# ---- block 1 ----
Block 1, M1 wires:
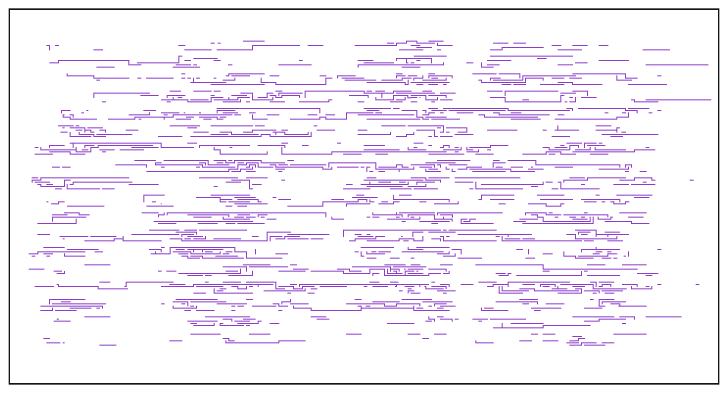

==> src/rtl/bcd_scan_display_if.sv <==
// Bus between the remote-control datapath and the multiplexed BCD display:
// value/strobe/enable in, conversion status and shared segment/select lines out.
interface bcd_scan_display_if #(
  parameter int WIDTH  = 9,
  parameter int DIGITS = 3
);
  logic [WIDTH-1:0] in;
  logic             load;
  logic             enable;
  logic             busy;
  logic             ovf;
  logic [6:0]       seg;
  logic [DIGITS:0]  an;

  modport master (output in, load, enable, input busy, ovf, seg, an);
  modport slave  (input in, load, enable, output busy, ovf, seg, an);
endinterface

==> src/rtl/bcd_scan_display.sv <==
// Sign-magnitude to BCD converter (double-dabble, one bit per clock) driving a
// scanned common-anode display. Optional macro LEADING_ZERO_BLANK_EN blanks leading zeros.
module bcd_scan_display #(
  parameter int WIDTH    = 9,
  parameter int DIGITS   = 3,
  parameter int SCAN_DIV = 1000
) (
  input logic               clk,
  input logic               rst,
  bcd_scan_display_if.slave bus
);
  localparam int M     = WIDTH - 1;
  localparam int BCD_N = (DIGITS > (M + 2) / 3) ? DIGITS : (M + 2) / 3;
  localparam int BCD_W = 4 * BCD_N;
  localparam int CNT_W = $clog2(SCAN_DIV);
  localparam int IDX_W = $clog2(DIGITS + 1);
  localparam int BIT_W = $clog2(M + 1);

  localparam logic [6:0] SEG_BLANK = 7'b1111111;
  localparam logic [6:0] SEG_MINUS = 7'b1111110;
  localparam logic [6:0] SEG_E     = 7'b0110000;

  function automatic logic [6:0] digit_seg(input logic [3:0] d);
    case (d)
      4'd0:    digit_seg = 7'b0000001;
      4'd1:    digit_seg = 7'b1001111;
      4'd2:    digit_seg = 7'b0010010;
      4'd3:    digit_seg = 7'b0000110;
      4'd4:    digit_seg = 7'b1001100;
      4'd5:    digit_seg = 7'b0100100;
      4'd6:    digit_seg = 7'b0100000;
      4'd7:    digit_seg = 7'b0001111;
      4'd8:    digit_seg = 7'b0000000;
      4'd9:    digit_seg = 7'b0000100;
      default: digit_seg = SEG_BLANK;
    endcase
  endfunction

  function automatic logic [BCD_W-1:0] dd_adjust(input logic [BCD_W-1:0] b);
    logic [BCD_W-1:0] r;
    r = b;
    for (int n = 0; n < BCD_N; n++)
      if (r[4*n +: 4] >= 4'd5) r[4*n +: 4] = r[4*n +: 4] + 4'd3;
    return r;
  endfunction

  logic             busy_q;
  logic [BIT_W-1:0] bitcnt_p0;
  logic [M-1:0]     mag_p0;
  logic [BCD_W-1:0] bcd_p0;
  logic             neg_p0, nz_p0;
  logic [BCD_W-1:0] bcd_adj, bcd_step;
  logic [4*DIGITS-1:0] disp_bcd_p1;
  logic             disp_neg_p1, ovf_p1;
  logic             accept;

  assign accept   = bus.load && !busy_q;
  assign bcd_adj  = dd_adjust(bcd_p0);
  assign bcd_step = {bcd_adj[BCD_W-2:0], mag_p0[M-1]};

  // Stage p0: capture and shift-and-add-3 datapath
  always_ff @(posedge clk) begin
    if (accept) begin
      mag_p0 <= bus.in[M-1:0];
      neg_p0 <= bus.in[M];
      nz_p0  <= |bus.in[M-1:0];
      bcd_p0 <= '0;
    end else if (busy_q) begin
      mag_p0 <= mag_p0 << 1;
      bcd_p0 <= bcd_step;
    end
  end

  // Stage p1: conversion control and committed display value
  always_ff @(posedge clk or posedge rst) begin
    if (rst) begin
      busy_q      <= 1'b0;
      bitcnt_p0   <= '0;
      disp_bcd_p1 <= '0;
      disp_neg_p1 <= 1'b0;
      ovf_p1      <= 1'b0;
    end else if (accept) begin
      busy_q    <= 1'b1;
      bitcnt_p0 <= '0;
    end else if (busy_q) begin
      bitcnt_p0 <= bitcnt_p0 + 1'b1;
      if (bitcnt_p0 == BIT_W'(M - 1)) begin
        busy_q      <= 1'b0;
        disp_bcd_p1 <= bcd_step[4*DIGITS-1:0];
        disp_neg_p1 <= neg_p0 && nz_p0;
        ovf_p1      <= |(bcd_step >> (4 * DIGITS));
      end
    end
  end

  logic [6:0] pos_code [0:DIGITS];
  logic [3:0] dig;
`ifdef LEADING_ZERO_BLANK_EN
  logic       nz_seen;
`endif

  always_comb begin
    dig = '0;
`ifdef LEADING_ZERO_BLANK_EN
    nz_seen = 1'b0;
`endif
    // Walk from the most significant digit so leading-zero state is known per position
    for (int p = DIGITS - 1; p >= 0; p--) begin
      dig = disp_bcd_p1[4*p +: 4];
`ifdef LEADING_ZERO_BLANK_EN
      nz_seen = nz_seen || (dig != 4'd0);
      if (ovf_p1)                   pos_code[p] = SEG_E;
      else if (!nz_seen && p != 0)  pos_code[p] = SEG_BLANK;
      else                          pos_code[p] = digit_seg(dig);
`else
      pos_code[p] = ovf_p1 ? SEG_E : digit_seg(dig);
`endif
    end
    pos_code[DIGITS] = disp_neg_p1 ? SEG_MINUS : SEG_BLANK;
  end

  logic [CNT_W-1:0] scan_cnt;
  logic [IDX_W-1:0] idx, nidx;
  logic [6:0]       next_code, slot_seg_p2, seg_q;
  logic [DIGITS:0]  an_next, an_q;
  logic             wrap;

  assign wrap = (scan_cnt == CNT_W'(SCAN_DIV - 1));

  always_comb begin
    nidx      = (idx == IDX_W'(DIGITS)) ? '0 : idx + 1'b1;
    next_code = SEG_BLANK;
    an_next   = '1;
    for (int p = 0; p <= DIGITS; p++) begin
      if (nidx == IDX_W'(p)) next_code = pos_code[p];
      if (idx == IDX_W'(p))  an_next[p] = 1'b0;
    end
  end

  // Stage p2: scan position, per-slot segment latch and registered pins
  always_ff @(posedge clk or posedge rst) begin
    if (rst) begin
      scan_cnt    <= '0;
      idx         <= '0;
      slot_seg_p2 <= digit_seg(4'd0);
      seg_q       <= SEG_BLANK;
      an_q        <= '1;
    end else begin
      scan_cnt <= wrap ? '0 : scan_cnt + 1'b1;
      if (wrap) begin
        idx         <= nidx;
        slot_seg_p2 <= next_code;
      end
      seg_q <= bus.enable ? slot_seg_p2 : SEG_BLANK;
      an_q  <= bus.enable ? an_next : '1;
    end
  end

  assign bus.busy = busy_q;
  assign bus.ovf  = ovf_p1;
  assign bus.seg  = seg_q;
  assign bus.an   = an_q;
endmodule

==> src/flat_wrapper.sv <==
// flat-port wrapper written by rule: the top's interface ports become plain ports
module bcd_scan_display_flat 
#(
  parameter int WIDTH    = 9,
  parameter int DIGITS   = 3,
  parameter int SCAN_DIV = 1000
)
  (clk, rst, bus_in, bus_load, bus_enable, bus_busy, bus_ovf, bus_seg, bus_an);
  bcd_scan_display_if #(.WIDTH(WIDTH), .DIGITS(DIGITS)) bus_i ();
  input logic clk;
  input logic rst;
  input wire logic [$bits(bus_i.in)-1:0] bus_in;
  input wire logic [$bits(bus_i.load)-1:0] bus_load;
  input wire logic [$bits(bus_i.enable)-1:0] bus_enable;
  output wire logic [$bits(bus_i.busy)-1:0] bus_busy;
  output wire logic [$bits(bus_i.ovf)-1:0] bus_ovf;
  output wire logic [$bits(bus_i.seg)-1:0] bus_seg;
  output wire logic [$bits(bus_i.an)-1:0] bus_an;
  assign bus_i.in = bus_in;
  assign bus_i.load = bus_load;
  assign bus_i.enable = bus_enable;
  assign bus_busy = bus_i.busy;
  assign bus_ovf = bus_i.ovf;
  assign bus_seg = bus_i.seg;
  assign bus_an = bus_i.an;
  bcd_scan_display #(.WIDTH(WIDTH), .DIGITS(DIGITS), .SCAN_DIV(SCAN_DIV)) u_core (.clk(clk), .rst(rst), .bus(bus_i));
endmodule
==> config.mk <==
export PLATFORM = sky130hd
export DESIGN_NAME = bcd_scan_display_flat
export DESIGN_NICKNAME = d
export VERILOG_FILES = /design/src/rtl/bcd_scan_display_if.sv /design/src/rtl/bcd_scan_display.sv /design/src/flat_wrapper.sv
export SDC_FILE = /design/constraint.sdc
export NUM_CORES = 1
export LEC_CHECK = 0
export CAP_MARGIN = 10
export CORE_ASPECT_RATIO = 0.5
export CORE_MARGIN = 3
export CORE_UTILIZATION = 68
export CTS_CLUSTER_DIAMETER = 40
export DETAILED_ROUTE_END_ITERATION = 8
export DONT_BUFFER_PORTS = 1
export PLACE_DENSITY = 0.85
export SYNTH_ARGS = -nofsm -noshare
export SYNTH_HDL_FRONTEND = slang
export SYNTH_SLANG_ARGS = --single-unit
export TNS_END_PERCENT = 100
==> constraint.sdc <==
create_clock -name clk -period 5.21 [get_ports clk]
set_clock_uncertainty 0.2 [all_clocks]
set_input_delay 1.042 -clock clk [delete_from_list [all_inputs] [get_ports clk]]
set_output_delay 1.042 -clock clk [all_outputs]
set_load 0.02 [all_outputs]
# ---- block 2 ----
===== src/rtl/dot_pair_sequencer.sv =====
// dot_pair_sequencer: drives a two-lane multiply-add pipeline over a vector
// of operand beats and accumulates the per-beat sums into a 32-bit result.
// Pipeline: stage 1 holds both lane products, stage 2 holds their sum, and
// the accumulator adds stage 2 whenever it carries a valid beat.
module dot_pair_sequencer #(
    parameter int LEN_W = 8
) (
    input  logic             Clk,
    input  logic             Reset,
    input  logic             Start,
    input  logic [LEN_W-1:0] Len,
    input  logic             In_Valid,
    output logic             In_Ready,
    input  logic [31:0]      A1,
    input  logic [31:0]      A2,
    input  logic [31:0]      B1,
    input  logic [31:0]      B2,
    output logic             Res_Valid,
    input  logic             Res_Ready,
    output logic [31:0]      Res,
    output logic             Busy,
    output logic [LEN_W-1:0] Beat_Count
);

    typedef enum logic [1:0] {IDLE, RUN, DRAIN, DONE} state_t;

    state_t            state_q, state_d;
    logic [LEN_W-1:0]  len_q, len_d;
    logic [LEN_W-1:0]  beat_count_q, beat_count_d;
    logic [LEN_W-1:0]  beat_inc;
    logic [31:0]       p1_q, p1_d, p2_q, p2_d;
    logic [31:0]       s_q, s_d;
    logic [31:0]       acc_q, acc_d;
    logic              v1_q, v1_d, v2_q, v2_d;
    logic              clear;
    logic              fire;

    assign beat_inc = beat_count_q + LEN_W'(1);
    assign fire     = In_Ready & In_Valid;

    // Command FSM: next state and handshake/status outputs.
    always_comb begin
        state_d   = state_q;
        In_Ready  = 1'b0;
        Res_Valid = 1'b0;
        Busy      = 1'b1;
        clear     = 1'b0;
        case (state_q)
            IDLE: begin
                Busy = 1'b0;
                if (Start) begin
                    clear   = 1'b1;
                    state_d = (Len == '0) ? DONE : RUN;
                end
            end
            RUN: begin
                In_Ready = 1'b1;
                // The beat that completes the vector closes the input side.
                if (In_Valid && (beat_inc == len_q)) state_d = DRAIN;
            end
            DRAIN: begin
                // No new beats arrive here, so stage 2 valid with stage 1
                // empty means the final sum is landing in the accumulator.
                if (v2_q && !v1_q) state_d = DONE;
            end
            DONE: begin
                Res_Valid = 1'b1;
                if (Res_Ready) state_d = IDLE;
            end
            default: state_d = IDLE;
        endcase
    end

    // Datapath: beat counting, product/sum stages and accumulation.
    always_comb begin
        len_d        = clear ? Len : len_q;
        beat_count_d = clear ? '0 : (fire ? beat_inc : beat_count_q);
        p1_d         = fire ? A1 * B1 : p1_q;
        p2_d         = fire ? A2 * B2 : p2_q;
        v1_d         = clear ? 1'b0 : fire;
        s_d          = p1_q + p2_q;
        v2_d         = clear ? 1'b0 : v1_q;
        acc_d        = clear ? '0 : (v2_q ? acc_q + s_q : acc_q);
    end

    // State and pipeline registers; reset discards any in-flight beats.
    always_ff @(posedge Clk or posedge Reset) begin
        if (Reset) begin
            state_q      <= IDLE;
            len_q        <= '0;
            beat_count_q <= '0;
            p1_q         <= '0;
            p2_q         <= '0;
            s_q          <= '0;
            acc_q        <= '0;
            v1_q         <= 1'b0;
            v2_q         <= 1'b0;
        end else begin
            state_q      <= state_d;
            len_q        <= len_d;
            beat_count_q <= beat_count_d;
            p1_q         <= p1_d;
            p2_q         <= p2_d;
            s_q          <= s_d;
            acc_q        <= acc_d;
            v1_q         <= v1_d;
            v2_q         <= v2_d;
        end
    end

    assign Res        = acc_q;
    assign Beat_Count = beat_count_q;

endmodule


===== config.mk =====
export PLATFORM = sky130hd
export DESIGN_NAME = dot_pair_sequencer
export DESIGN_NICKNAME = d
export VERILOG_FILES = /design/src/rtl/dot_pair_sequencer.sv
export SDC_FILE = /design/constraint.sdc
export NUM_CORES = 2
export LEC_CHECK = 0
export ABC_AREA = 0
export CORE_ASPECT_RATIO = 1.1
export CORE_MARGIN = 4
export CORE_UTILIZATION = 30
export DETAILED_ROUTE_END_ITERATION = 10
export HOLD_SLACK_MARGIN = 0.08
export PLACE_DENSITY_LB_ADDON = 0.25
export SYNTH_ARGS = -nofsm -noshare
export SYNTH_HDL_FRONTEND = slang
export SYNTH_SLANG_ARGS = --single-unit

===== constraint.sdc =====
create_clock -name Clk -period 6.7 [get_ports Clk]
set_input_delay 1.005 -clock Clk [delete_from_list [all_inputs] [get_ports Clk]]
set_output_delay 1.005 -clock Clk [all_outputs]
set_load 0.01 [all_outputs]

# ---- block 3 ----
File: src/rtl/frost32_mem_arbiter_pkg.sv
// rtl/frost32_mem_arbiter_pkg.sv - Frost32 CPU package slice: memory port structs and arbiter enums
`ifndef MSB_POS__FROST32_ARB_TIMEOUT_CNT
`define MSB_POS__FROST32_ARB_TIMEOUT_CNT 7
`endif

package PkgFrost32Cpu;

  typedef enum logic {
    DiatRead  = 1'b0,
    DiatWrite = 1'b1
  } DataInoutAccessType;

  typedef enum logic [1:0] {
    Dias8   = 2'd0,
    Dias16  = 2'd1,
    Dias32  = 2'd2,
    DiasBad = 2'd3
  } DataInoutAccessSize;

  typedef struct packed {
    logic [31:0]        data;
    logic [31:0]        addr;
    DataInoutAccessType data_inout_access_type;
    DataInoutAccessSize data_inout_access_size;
    logic               req_mem_access;
  } PortOut_Frost32Cpu;

  typedef struct packed {
    logic [31:0] data;
  } PortIn_Frost32Cpu;

  typedef enum logic {
    StArbIdle = 1'b0,
    StArbWait = 1'b1
  } ArbState;

  typedef enum logic {
    ArbPortFetch = 1'b0,
    ArbPortData  = 1'b1
  } ArbPort;

endpackage

File: src/rtl/frost32_mem_arb_picker.sv
// rtl/frost32_mem_arb_picker.sv - eligibility mask and tie-break for the two Frost32 memory requesters
// FROST32_MEM_ARB_ROUND_ROBIN_EN selects round-robin ties; otherwise the data port wins ties.
module frost32_mem_arb_picker
  import PkgFrost32Cpu::*;
(
  input  logic       clk,
  input  logic       rst_n,
  input  logic [1:0] req_valid,
  input  logic [1:0] ack_mask,
  input  logic       grant_en,
  output logic       grant_valid,
  output ArbPort     grant_port
);

  logic [1:0] eligible;

  // A port acked this cycle may still show its old request; it must not re-win.
  assign eligible    = req_valid & ~ack_mask;
  assign grant_valid = |eligible;

`ifdef FROST32_MEM_ARB_ROUND_ROBIN_EN
  ArbPort last_port;

  always_ff @(posedge clk or negedge rst_n) begin
    if (!rst_n) begin
      last_port <= ArbPortData;
    end else if (grant_en && grant_valid) begin
      last_port <= grant_port;
    end
  end

  always_comb begin
    grant_port = ArbPortFetch;
    if (eligible == 2'b11) begin
      grant_port = (last_port == ArbPortData) ? ArbPortFetch : ArbPortData;
    end else if (eligible[1]) begin
      grant_port = ArbPortData;
    end
  end
`else
  logic unused_picker;
  assign unused_picker = &{1'b0, clk, rst_n, grant_en};

  always_comb begin
    grant_port = eligible[1] ? ArbPortData : ArbPortFetch;
  end
`endif

endmodule

File: src/rtl/frost32_mem_arbiter.sv
// rtl/frost32_mem_arbiter.sv - shares one memory port between Frost32 fetch (port 0) and data (port 1)
// Optional build macro: FROST32_MEM_ARB_ROUND_ROBIN_EN (round-robin tie-break).
module frost32_mem_arbiter
  import PkgFrost32Cpu::*;
#(
  parameter int TIMEOUT_CYCLES = 255
) (
  input  logic              clk,
  input  logic              rst_n,
  input  PortOut_Frost32Cpu req0_in,
  output PortIn_Frost32Cpu  req0_out,
  output logic              req0_ack,
  output logic              req0_err,
  input  PortOut_Frost32Cpu req1_in,
  output PortIn_Frost32Cpu  req1_out,
  output logic              req1_ack,
  output logic              req1_err,
  output PortOut_Frost32Cpu mem_out,
  input  PortIn_Frost32Cpu  mem_in,
  input  logic              mem_ack,
  output logic              arb_busy
);

  typedef logic [`MSB_POS__FROST32_ARB_TIMEOUT_CNT:0] cnt_t;
  localparam cnt_t TIMEOUT_LIM = cnt_t'(TIMEOUT_CYCLES);

  ArbState           state, state_nxt;
  ArbPort            owner, owner_nxt;
  cnt_t              cnt, cnt_nxt;
  PortOut_Frost32Cpu mem_nxt, win;
  logic [31:0]       resp0_nxt, resp1_nxt, done_data;
  logic [1:0]        ack_nxt, err_nxt;
  logic              done, done_err;
  ArbPort            done_port;
  logic              grant_valid;
  ArbPort            grant_port;

  frost32_mem_arb_picker u_picker (
    .clk         (clk),
    .rst_n       (rst_n),
    .req_valid   ({req1_in.req_mem_access, req0_in.req_mem_access}),
    .ack_mask    ({req1_ack, req0_ack}),
    .grant_en    (state == StArbIdle),
    .grant_valid (grant_valid),
    .grant_port  (grant_port)
  );

  always_comb begin
    state_nxt = state;
    owner_nxt = owner;
    cnt_nxt   = cnt;
    mem_nxt   = mem_out;
    resp0_nxt = req0_out.data;
    resp1_nxt = req1_out.data;
    ack_nxt   = 2'b00;
    err_nxt   = 2'b00;
    done      = 1'b0;
    done_err  = 1'b0;
    done_data = 32'h0;
    done_port = owner;
    win       = (grant_port == ArbPortData) ? req1_in : req0_in;

    case (state)
      StArbIdle: begin
        if (grant_valid) begin
          if (win.data_inout_access_size == DiasBad) begin
            done      = 1'b1;
            done_err  = 1'b1;
            done_port = grant_port;
          end else begin
            mem_nxt                = win;
            mem_nxt.req_mem_access = 1'b1;
            owner_nxt              = grant_port;
            cnt_nxt                = '0;
            state_nxt              = StArbWait;
          end
        end
      end
      StArbWait: begin
        if (mem_ack) begin
          done                   = 1'b1;
          done_data              = (mem_out.data_inout_access_type == DiatRead) ? mem_in.data : 32'h0;
          mem_nxt.req_mem_access = 1'b0;
          state_nxt              = StArbIdle;
        end else if (cnt == TIMEOUT_LIM) begin
          done                   = 1'b1;
          done_err               = 1'b1;
          mem_nxt.req_mem_access = 1'b0;
          state_nxt              = StArbIdle;
        end else begin
          cnt_nxt = cnt + cnt_t'(1);
        end
      end
      default: state_nxt = StArbIdle;
    endcase

    if (done) begin
      if (done_port == ArbPortData) begin
        ack_nxt[1] = 1'b1;
        err_nxt[1] = done_err;
        resp1_nxt  = done_data;
      end else begin
        ack_nxt[0] = 1'b1;
        err_nxt[0] = done_err;
        resp0_nxt  = done_data;
      end
    end
  end

  always_ff @(posedge clk or negedge rst_n) begin
    if (!rst_n) begin
      state    <= StArbIdle;
      owner    <= ArbPortFetch;
      cnt      <= '0;
      mem_out  <= '0;
      req0_out <= '0;
      req1_out <= '0;
      req0_ack <= 1'b0;
      req1_ack <= 1'b0;
      req0_err <= 1'b0;
      req1_err <= 1'b0;
      arb_busy <= 1'b0;
    end else begin
      state         <= state_nxt;
      owner         <= owner_nxt;
      cnt           <= cnt_nxt;
      mem_out       <= mem_nxt;
      req0_out.data <= resp0_nxt;
      req1_out.data <= resp1_nxt;
      req0_ack      <= ack_nxt[0];
      req1_ack      <= ack_nxt[1];
      req0_err      <= err_nxt[0];
      req1_err      <= err_nxt[1];
      arb_busy      <= (state_nxt == StArbWait);
    end
  end

endmodule

File: config.mk
export PLATFORM = sky130hd
export DESIGN_NAME = frost32_mem_arbiter
export DESIGN_NICKNAME = d
export VERILOG_FILES = /design/src/rtl/frost32_mem_arbiter_pkg.sv /design/src/rtl/frost32_mem_arb_picker.sv /design/src/rtl/frost32_mem_arbiter.sv
export SDC_FILE = /design/constraint.sdc
export NUM_CORES = 1
export LEC_CHECK = 0
export CAP_MARGIN = 0
export CORE_AREA = 8 8 114 116
export CTS_CLUSTER_DIAMETER = 120
export CTS_CLUSTER_SIZE = 14
export DETAILED_ROUTE_END_ITERATION = 8
export DIE_AREA = 0 0 122 124
export DONT_BUFFER_PORTS = 1
export GPL_TIMING_DRIVEN = 1
export MAX_ROUTING_LAYER = met4
export PLACE_DENSITY_LB_ADDON = 0.15
export SYNTH_ARGS = -nofsm -noshare
export SYNTH_HDL_FRONTEND = slang
export SYNTH_SLANG_ARGS = --single-unit
File: constraint.sdc
create_clock -name clk -period 3.7 [get_ports clk]
set_clock_uncertainty 0.05 [all_clocks]
set_input_delay 0.74 -clock clk [delete_from_list [all_inputs] [get_ports clk]]
set_output_delay 0.74 -clock clk [all_outputs]
set_load 0.02 [all_outputs]
# ---- block 4 ----
<file path="config.mk">
export PLATFORM = sky130hd
export DESIGN_NAME = spi_regfile_flat
export DESIGN_NICKNAME = d
export VERILOG_FILES = /design/src/rtl/spi_regfile_pkg.sv /design/src/rtl/spi_regfile_if.sv /design/src/rtl/spi_regfile_cs_sync.sv /design/src/rtl/spi_regfile.sv /design/src/flat_wrapper.sv
export SDC_FILE = /design/constraint.sdc
export NUM_CORES = 1
export LEC_CHECK = 0
export CAP_MARGIN = 30
export CORE_AREA = 2 2 116 118
export DETAILED_ROUTE_END_ITERATION = 8
export DIE_AREA = 0 0 118 120
export GPL_ROUTABILITY_DRIVEN = 1
export PLACE_DENSITY = 0.66
export SKIP_CTS_REPAIR_TIMING = 1
export SYNTH_ARGS = -nofsm -noshare
export SYNTH_HDL_FRONTEND = slang
export SYNTH_SLANG_ARGS = --single-unit
</file>
<file path="constraint.sdc">
create_clock -name i_clk -period 2.1 [get_ports i_clk]
set_clock_uncertainty 0.2 [all_clocks]
set_input_delay 0.42 -clock i_clk [delete_from_list [all_inputs] [get_ports i_clk]]
set_output_delay 0.42 -clock i_clk [all_outputs]
set_load 0.01 [all_outputs]
</file>
<file path="src/rtl/spi_regfile_pkg.sv">
// spi_regfile_pkg: shared constants for the SPI register file.
//   - fixed register addresses and the read/write bit of the command byte
//   - FSM state encoding (also visible on the top-level o_state debug port)
//   - is_rw(): tells writable addresses apart from read-only ones
package spi_regfile_pkg;

  localparam int ADDR_W = 7;

  typedef logic [ADDR_W-1:0] addr_t;
  typedef logic [1:0]        state_t;

  localparam addr_t ADDR_WHO_AM_I = 7'd0;
  localparam addr_t ADDR_CTRL     = 7'd1;
  localparam addr_t ADDR_STATUS   = 7'd2;
  localparam addr_t ADDR_SCRATCH  = 7'd3;

  localparam int CMD_RD_BIT = 7;

  localparam state_t ST_IDLE = 2'd0;
  localparam state_t ST_CMD  = 2'd1;
  localparam state_t ST_RD   = 2'd2;
  localparam state_t ST_WR   = 2'd3;

  // Only answers for addresses inside the map; the caller does the range check
  // because the map size is a parameter of the top module.
  function automatic logic is_rw(input addr_t a);
    return (a != ADDR_WHO_AM_I) && (a != ADDR_STATUS);
  endfunction

endpackage

</file>
<file path="src/rtl/spi_regfile_if.sv">
// spi_regfile_if: byte-level link between spi_slave (master side) and the
// register file (slave side).
//   rx_done  1  one-cycle strobe: a full byte has been received
//   rx_data  8  received byte, valid only while rx_done is high
//   tx_data  8  byte spi_slave shifts out in the next byte slot
// Handshake: rx_done is a pure strobe with no ready/backpressure; the slave
// must accept every byte in the cycle rx_done is high. tx_data is a level
// that the slave keeps stable until it chooses to change it.
interface spi_regfile_if;
  logic       rx_done;
  logic [7:0] rx_data;
  logic [7:0] tx_data;

  modport master (output rx_done, output rx_data, input tx_data);
  modport slave  (input rx_done, input rx_data, output tx_data);
endinterface

</file>
<file path="src/rtl/spi_regfile_cs_sync.sv">
// spi_cs_sync: brings the asynchronous SPI chip select into the i_clk domain
// and produces one-cycle edge pulses.
//   i_clk, i_rst  clock / synchronous active-high reset
//   i_cs_n        raw chip select (active low, asynchronous)
//   o_fall        one-cycle pulse: CS asserted (transaction start)
//   o_rise        one-cycle pulse: CS released (transaction end)
// Reset state is "CS deasserted", so a CS held low across reset is seen as
// a fresh falling edge once the synchroniser has refilled.
module spi_cs_sync (
  input  logic i_clk,
  input  logic i_rst,
  input  logic i_cs_n,
  output logic o_fall,
  output logic o_rise
);

  logic meta_q, sync_q, prev_q;

  always_ff @(posedge i_clk) begin
    if (i_rst) begin
      meta_q <= 1'b1;
      sync_q <= 1'b1;
      prev_q <= 1'b1;
    end else begin
      meta_q <= i_cs_n;
      sync_q <= meta_q;
      prev_q <= sync_q;
    end
  end

  assign o_fall = prev_q & ~sync_q;
  assign o_rise = ~prev_q & sync_q;

endmodule

</file>
<file path="src/rtl/spi_regfile.sv">
// spi_regfile: multi-byte register file behind the byte-level SPI slave.
// A transaction is a command byte {rd, addr[6:0]} followed by data bytes.
// Optional feature macro: SPI_REGFILE_AUTOINC_EN (defined: burst bytes walk
// consecutive registers; undefined: every burst byte targets the same one).
// Ports:
//   i_clk, i_rst   clock / synchronous active-high reset
//   i_cs_n         raw SPI chip select (synchronised internally)
//   spi_bus        byte link to spi_slave (rx_done/rx_data in, tx_data out)
//   i_status       live status, readable at address 2
//   o_led          CTRL[0];  o_led_en constant 1
//   o_regs         flat image, register k at [8k+7:8k]
//   o_wr_stb       one-cycle pulse per accepted write, o_wr_addr its address
//   o_addr_err     one-cycle pulse per data byte aimed at an unmapped address
//   o_state        FSM state (debug)
module spi_regfile
  import spi_regfile_pkg::*;
#(
  parameter int         NUM_REGS    = 8,
  parameter logic [7:0] WHO_AM_I    = 8'h8F,
  parameter logic [7:0] RST_SCRATCH = 8'h00
) (
  input  logic                  i_clk,
  input  logic                  i_rst,
  input  logic                  i_cs_n,
  spi_regfile_if.slave          spi_bus,
  input  logic [7:0]            i_status,
  output logic                  o_led,
  output logic                  o_led_en,
  output logic [NUM_REGS*8-1:0] o_regs,
  output logic                  o_wr_stb,
  output logic [ADDR_W-1:0]     o_wr_addr,
  output logic                  o_addr_err,
  output state_t                o_state
);

  localparam int         IDX_W      = $clog2(NUM_REGS);
  localparam logic [7:0] NUM_REGS_W = 8'(NUM_REGS);
  localparam addr_t      LAST_ADDR  = 7'(NUM_REGS - 1);

  logic       cs_fall, cs_rise;
  state_t     state_q;
  addr_t      addr_q;
  logic [7:0] tx_q;
  logic       wr_stb_q, addr_err_q;
  addr_t      wr_addr_q;
  logic [7:0] regs_q [NUM_REGS];

  spi_cs_sync u_cs_sync (
    .i_clk  (i_clk),
    .i_rst  (i_rst),
    .i_cs_n (i_cs_n),
    .o_fall (cs_fall),
    .o_rise (cs_rise)
  );

  function automatic logic in_range(input addr_t a);
    return {1'b0, a} < NUM_REGS_W;
  endfunction

  // Addresses 0 and 2 are served from constants / the live input; their
  // storage slots exist only to keep indexing uniform and are never written.
  function automatic logic [7:0] rd_val(input addr_t a);
    if (!in_range(a))             return 8'h00;
    else if (a == ADDR_WHO_AM_I)  return WHO_AM_I;
    else if (a == ADDR_STATUS)    return i_status;
    else                          return regs_q[a[IDX_W-1:0]];
  endfunction

  // Out-of-range command addresses keep counting to 127 and wrap via the
  // natural 7-bit overflow.
  function automatic addr_t next_addr(input addr_t a);
`ifdef SPI_REGFILE_AUTOINC_EN
    if (a == LAST_ADDR) return '0;
    return a + 7'd1;
`else
    return a;
`endif
  endfunction

  addr_t nxt;
  assign nxt = next_addr(addr_q);

  always_ff @(posedge i_clk) begin
    if (i_rst) begin
      state_q    <= ST_IDLE;
      addr_q     <= '0;
      tx_q       <= 8'h00;
      wr_stb_q   <= 1'b0;
      wr_addr_q  <= '0;
      addr_err_q <= 1'b0;
      for (int k = 0; k < NUM_REGS; k++) begin
        regs_q[k] <= (k == int'(ADDR_SCRATCH)) ? RST_SCRATCH : 8'h00;
      end
    end else begin
      wr_stb_q   <= 1'b0;
      addr_err_q <= 1'b0;
      case (state_q)
        ST_IDLE: begin
          // The command byte slot shifts out the current status.
          if (cs_fall) begin
            state_q <= ST_CMD;
            tx_q    <= i_status;
          end
        end
        ST_CMD: begin
          if (spi_bus.rx_done) begin
            addr_q <= spi_bus.rx_data[ADDR_W-1:0];
            if (spi_bus.rx_data[CMD_RD_BIT]) begin
              state_q <= ST_RD;
              tx_q    <= rd_val(spi_bus.rx_data[ADDR_W-1:0]);
            end else begin
              state_q <= ST_WR;
            end
          end
        end
        ST_RD: begin
          // The byte just shifted out came from addr_q; flag it if unmapped.
          if (spi_bus.rx_done) begin
            addr_q     <= nxt;
            tx_q       <= rd_val(nxt);
            addr_err_q <= !in_range(addr_q);
          end
        end
        default: begin // ST_WR
          if (spi_bus.rx_done) begin
            if (!in_range(addr_q)) begin
              addr_err_q <= 1'b1;
            end else if (is_rw(addr_q)) begin
              regs_q[addr_q[IDX_W-1:0]] <= spi_bus.rx_data;
              wr_stb_q  <= 1'b1;
              wr_addr_q <= addr_q;
            end
            addr_q <= nxt;
          end
        end
      endcase
      // Placed last so a byte completing with CS release is still committed.
      if (cs_rise) state_q <= ST_IDLE;
    end
  end

  for (genvar k = 0; k < NUM_REGS; k++) begin : g_img
    assign o_regs[8*k +: 8] = rd_val(7'(k));
  end

  assign spi_bus.tx_data = tx_q;
  assign o_led           = regs_q[ADDR_CTRL[IDX_W-1:0]][0];
  assign o_led_en        = 1'b1;
  assign o_wr_stb        = wr_stb_q;
  assign o_wr_addr       = wr_addr_q;
  assign o_addr_err      = addr_err_q;
  assign o_state         = state_q;

endmodule

</file>
<file path="src/flat_wrapper.sv">
// flat-port wrapper written by rule: the top's interface ports become plain ports
module spi_regfile_flat import spi_regfile_pkg::*;
#(
  parameter int         NUM_REGS    = 8,
  parameter logic [7:0] WHO_AM_I    = 8'h8F,
  parameter logic [7:0] RST_SCRATCH = 8'h00
)
  (i_clk, i_rst, i_cs_n, i_status, o_led, o_led_en, o_regs, o_wr_stb, o_wr_addr, o_addr_err, o_state, spi_bus_rx_done, spi_bus_rx_data, spi_bus_tx_data);
  spi_regfile_if spi_bus_i ();
  input  logic i_clk;
  input  logic i_rst;
  input  logic i_cs_n;
  input  logic [7:0] i_status;
  output logic o_led;
  output logic o_led_en;
  output logic [NUM_REGS*8-1:0] o_regs;
  output logic o_wr_stb;
  output logic [ADDR_W-1:0] o_wr_addr;
  output logic o_addr_err;
  output state_t o_state;
  input wire logic [$bits(spi_bus_i.rx_done)-1:0] spi_bus_rx_done;
  input wire logic [$bits(spi_bus_i.rx_data)-1:0] spi_bus_rx_data;
  output wire logic [$bits(spi_bus_i.tx_data)-1:0] spi_bus_tx_data;
  assign spi_bus_i.rx_done = spi_bus_rx_done;
  assign spi_bus_i.rx_data = spi_bus_rx_data;
  assign spi_bus_tx_data = spi_bus_i.tx_data;
  spi_regfile #(.NUM_REGS(NUM_REGS), .WHO_AM_I(WHO_AM_I), .RST_SCRATCH(RST_SCRATCH)) u_core (.i_clk(i_clk), .i_rst(i_rst), .i_cs_n(i_cs_n), .spi_bus(spi_bus_i), .i_status(i_status), .o_led(o_led), .o_led_en(o_led_en), .o_regs(o_regs), .o_wr_stb(o_wr_stb), .o_wr_addr(o_wr_addr), .o_addr_err(o_addr_err), .o_state(o_state));
endmodule
</file>
Block 4, where the registers sit:
Other sequential cells in the stronger gray, the rest of the logic in the fainter gray.
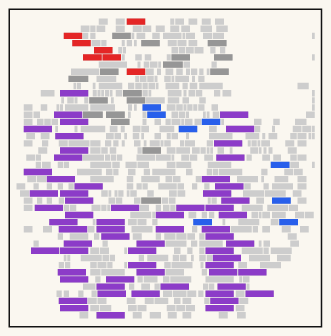
Key: red = u_core.o_wr_addr [placed flops 7]; purple = u_core.regs_q [placed flops 64]; blue = u_core.spi_bus.tx_data [placed flops 8]

Block 4, local utilization:
The die is cut into 12 by 12 equal tiles; white is low, dark blue is high, 0 to 100% covered.
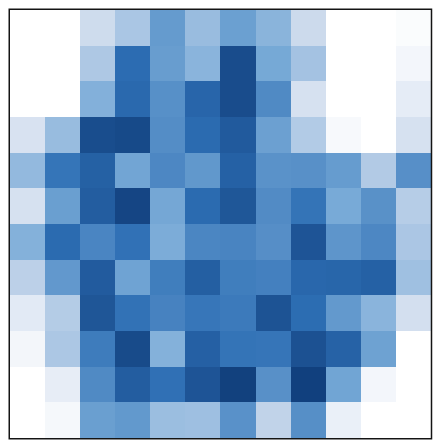
The fullest tile reaches 94%. 13% of the tiles are nearly empty. The emptiest ninth of the die: north-east. The mean over all tiles is 49%.

==> GITHUB_STEP_SUMMARY, block 4 <==
### Yosys + OpenROAD results

| Metric | Value |
|---|---|
| Grt met3 use | `3.66%` |
| Synth cell count leaders | `edfxtp_1, and2_1, dfxtp_1` |
| Buffers, non-clock | `163` |
| DRT antenna net count | `0` |
| Clock buffer count from CTS | `9` |
| Critical Path Start | `i_status[1]` |
| Max frequency | `roughly 0.48 GHz` |
| RePlAce Congestion | `between 0.8 and 0.9` |
| Clk root buf | `clkbuf_16` |
| Synth area leaders | `edfxtp_1, dfxtp_1, mux4_2, and2_1, mux4_1` |
| Status | `complete, no violations` |
| R2R setup slack | `about 0.06 ns` |
| Flop Count | `96` |
| Final Critical Period | `between 2 and 2.5 ns` |
| Vias per inst | `between 5 and 6` |
| Gr busiest metal | `met2` |
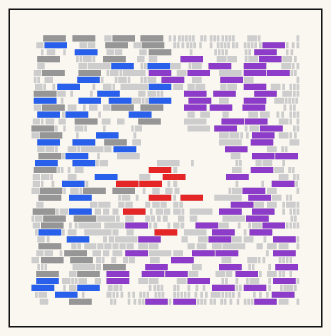
Block 3: where the registers sit
Other sequential cells in the stronger gray, the rest of the logic in the fainter gray.
Key: red = cnt [placed flops 8, where center]; blue = req1_out [placed flops 32]; purple = mem_out [placed flops 68]

==> GITHUB_STEP_SUMMARY, block 3 <==
### Yosys + OpenROAD results

| Metric | Value |
|---|---|
| Slew Limit Headroom | `between 50% and 60%` |
| Netlist Area Pre-Place | `between 6000 and 7000 µm²` |
| Wire per inst | `between 20 and 25 µm` |
| Failing checks | `hold timing` |
| Gr busiest metal | `met2` |
| H-tree level count | `4` |
| Hold slack | `-0.0249 ns` |
| Status | `finished with violations` |
| Class of the worst hold path | `in2async` |
| Metal2 WL | `about 8700 µm` |
| Setup Viol. Count Final | `0` |
| CP arrival | `~2.7 ns` |
| Final Hold Fails | `between 80 and 90` |
| Crit Path Class | `reg2reg` |
| # Post-CTS Setup Buffers | `0` |
Block 1, where the registers sit:
Other sequential cells in the stronger gray, the rest of the logic in the fainter gray.
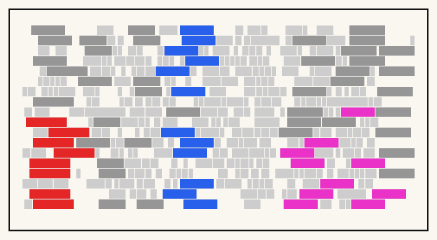
Key: red = u_core.mag_p0 [placed flops 8]; blue = u_core.disp_bcd_p1 [placed flops 12]; magenta = u_core.scan_cnt [placed flops 10, where south-east]
Another 40 sequential cells are not colored.

About 'M1 wires' of block 1:
The longest straight run is 24.8 µm. 375 nets have wire on it.

==> GITHUB_STEP_SUMMARY, block 1 <==
### Yosys + OpenROAD results

| Metric | Value |
|---|---|
| Synth Area in Compound Gates | `15.4%` |
| Flops & latches, synth | `70` |
| Met2 usage | `a little over two fifths` |
| Met1 usage | `between 20% and 30%` |
| Yosys xor share | `roughly 2.8%` |
| Antenna diodes | `0` |
| Leading cell category by total area | `logic gates` |
| Register area | `between 1500 and 2000 µm²` |
| Final instance area | `3940 µm²` |
| FF-to-FF End | `u_core.slot_seg_p2[0]$_DFFE_PP1N_` |
| RePlAce Congestion | `about 0.84` |
| NonClk Buf Share | `less than 1%` |
| WP depth | `5` |
| Yosys Chip Area | `3740 µm²` |
| Post-synthesis instance total | `roughly 380` |
| CP max-delay cell | `nor4_4` |
| Commonest Layout Cell | `nand2_1` |
| Status | `complete, no violations` |
| EDFF count, synth | `10` |
| Logic cell area | `1800 µm²` |
| Flop Count | `~70` |
| Synth area leader | `dfrtp_1` |
| Met3 WL | `approximately 360 µm` |
| Clk root buf | `clkbuf_8` |
Block 2, local utilization:
The die is cut into 36 by 39 equal tiles; white is low, dark blue is high, 0 to 100% covered.
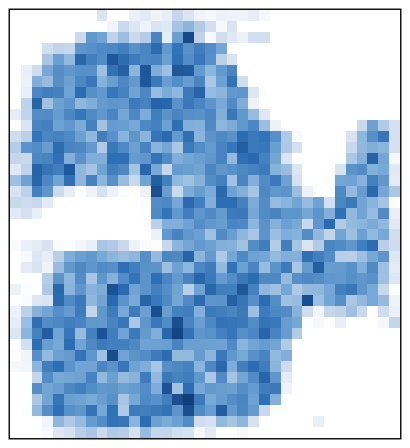
The mean over all tiles is 37%. 5.1% of the tiles are over 75% full. 28% of the tiles are nearly empty. The emptiest ninth of the die: north-east. The fullest tile reaches 94%.

Block 2, placed standard cells:
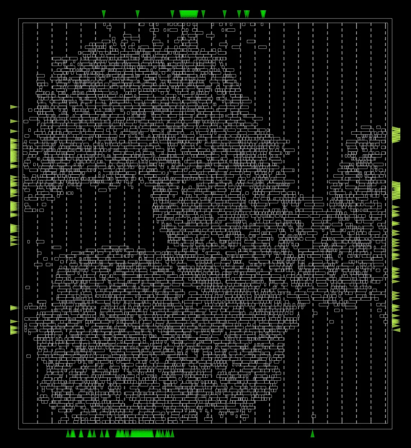
Flop Count: 148
Post-Route Utilization: 40.1%
core region area: 132000 µm²
# fillers: 13200
flop share of the area: 6.99%

==> GITHUB_STEP_SUMMARY, block 2 <==
### Yosys + OpenROAD results

| Metric | Value |
|---|---|
| Status | `finished with violations` |
| Failing checks | `setup timing` |
| # rows | `140` |
| Critical Path Start | `A2[15]` |
| Netlist Area Pre-Place | `39900 µm²` |
| Count of non-CTS inverters in the layout | `between 800 and 900` |
| Synth Area in Compound Gates | `between 6 and 7%` |
| Vias post-DR | `31700` |
| PnR worst setup slack | `-0.372 ns` |
| Hold slack | `between 0.4 and 0.5 ns` |
| Total Routing Usage GR | `between 10% and 20%` |
| GRT overflow | `0` |
| Largest net degree at the start of global routing | `96` |
| Yosys xor share | `under 10%` |
| Setup Viol. Count Final | `25` |

## Gallery

M1 wires.
(a)
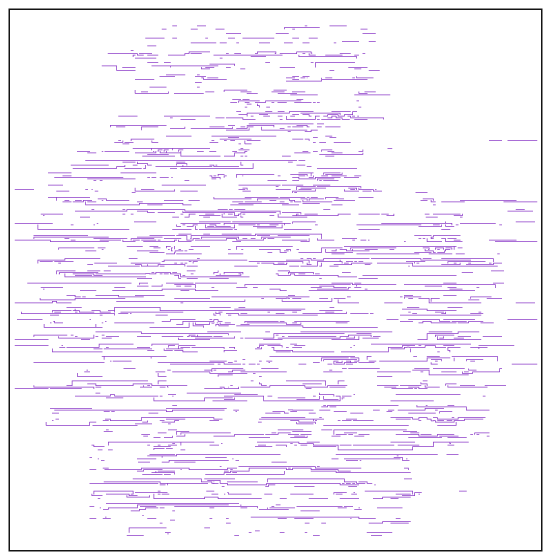
(b)
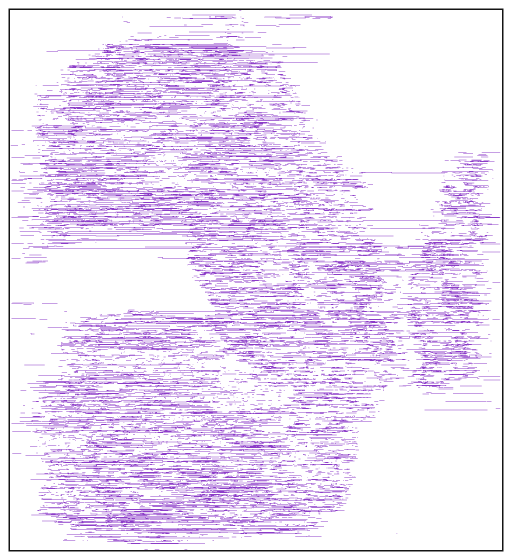
(c)
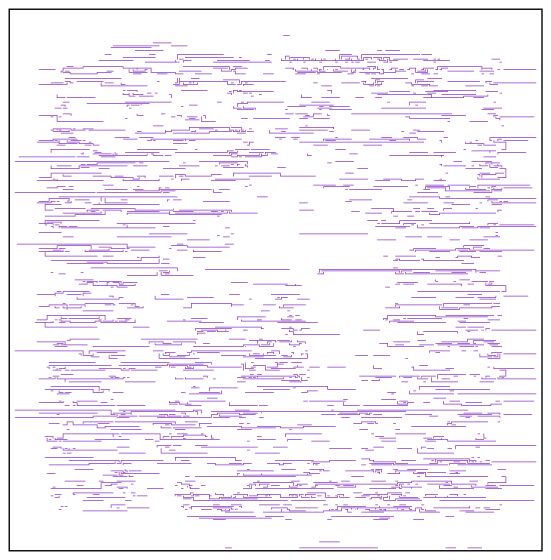
block 4 -> (a)
block 3 -> (c)
block 2 -> (b)

Key to (b):
The longest straight run is 111 µm. 5798 nets have wire on it. The wires run mostly horizontal. The layer carries 59.2 mm of wire.



==> gallery <==
Placed standard cells.
shot_01.png
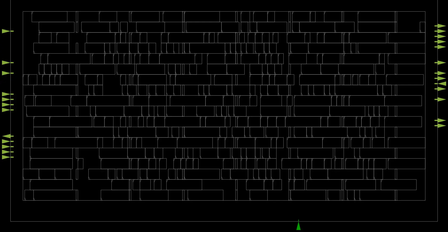
shot_02.png
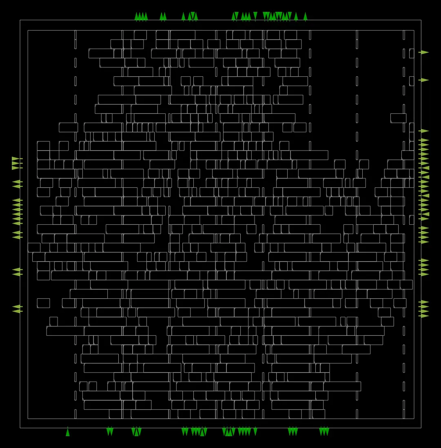
shot_03.png
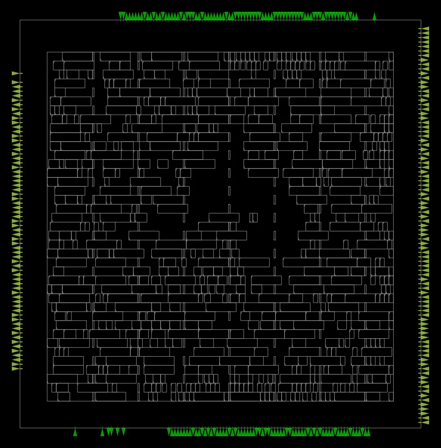
The one with the fewest sequential cells is shot_01.png.
The one with the lowest utilization is shot_02.png.
Block 4 is shot_02.png.
Block 1 is shot_01.png.
Block 3 is shot_03.png.


==> gallery <==
Signal wires on met2.
panel A
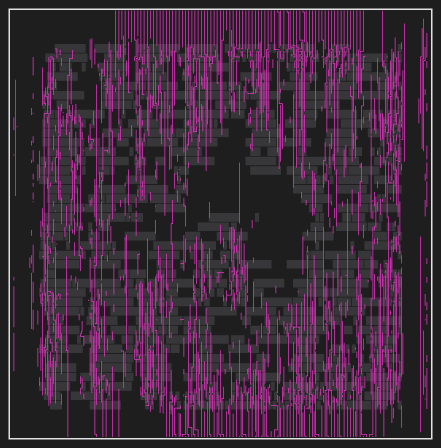
panel B
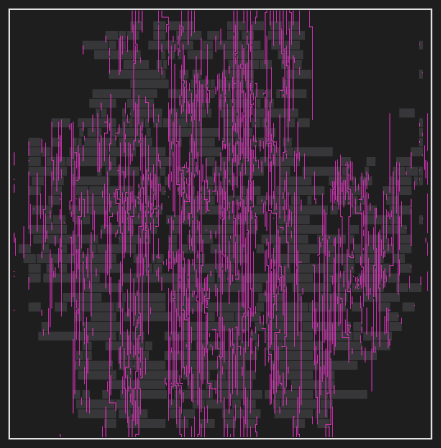
panel C
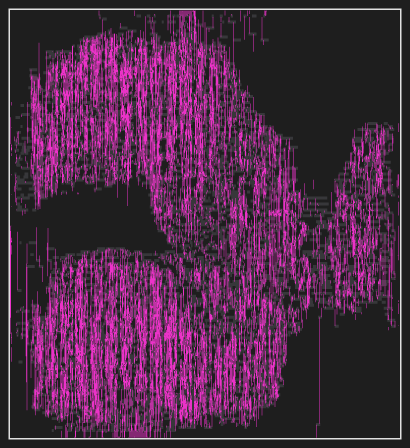
panel D
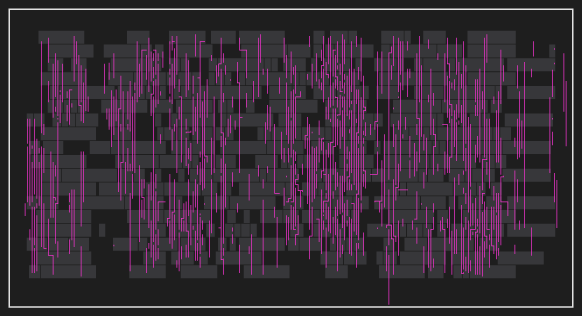
block 3: panel A
block 1: panel D
block 4: panel B
block 2: panel C

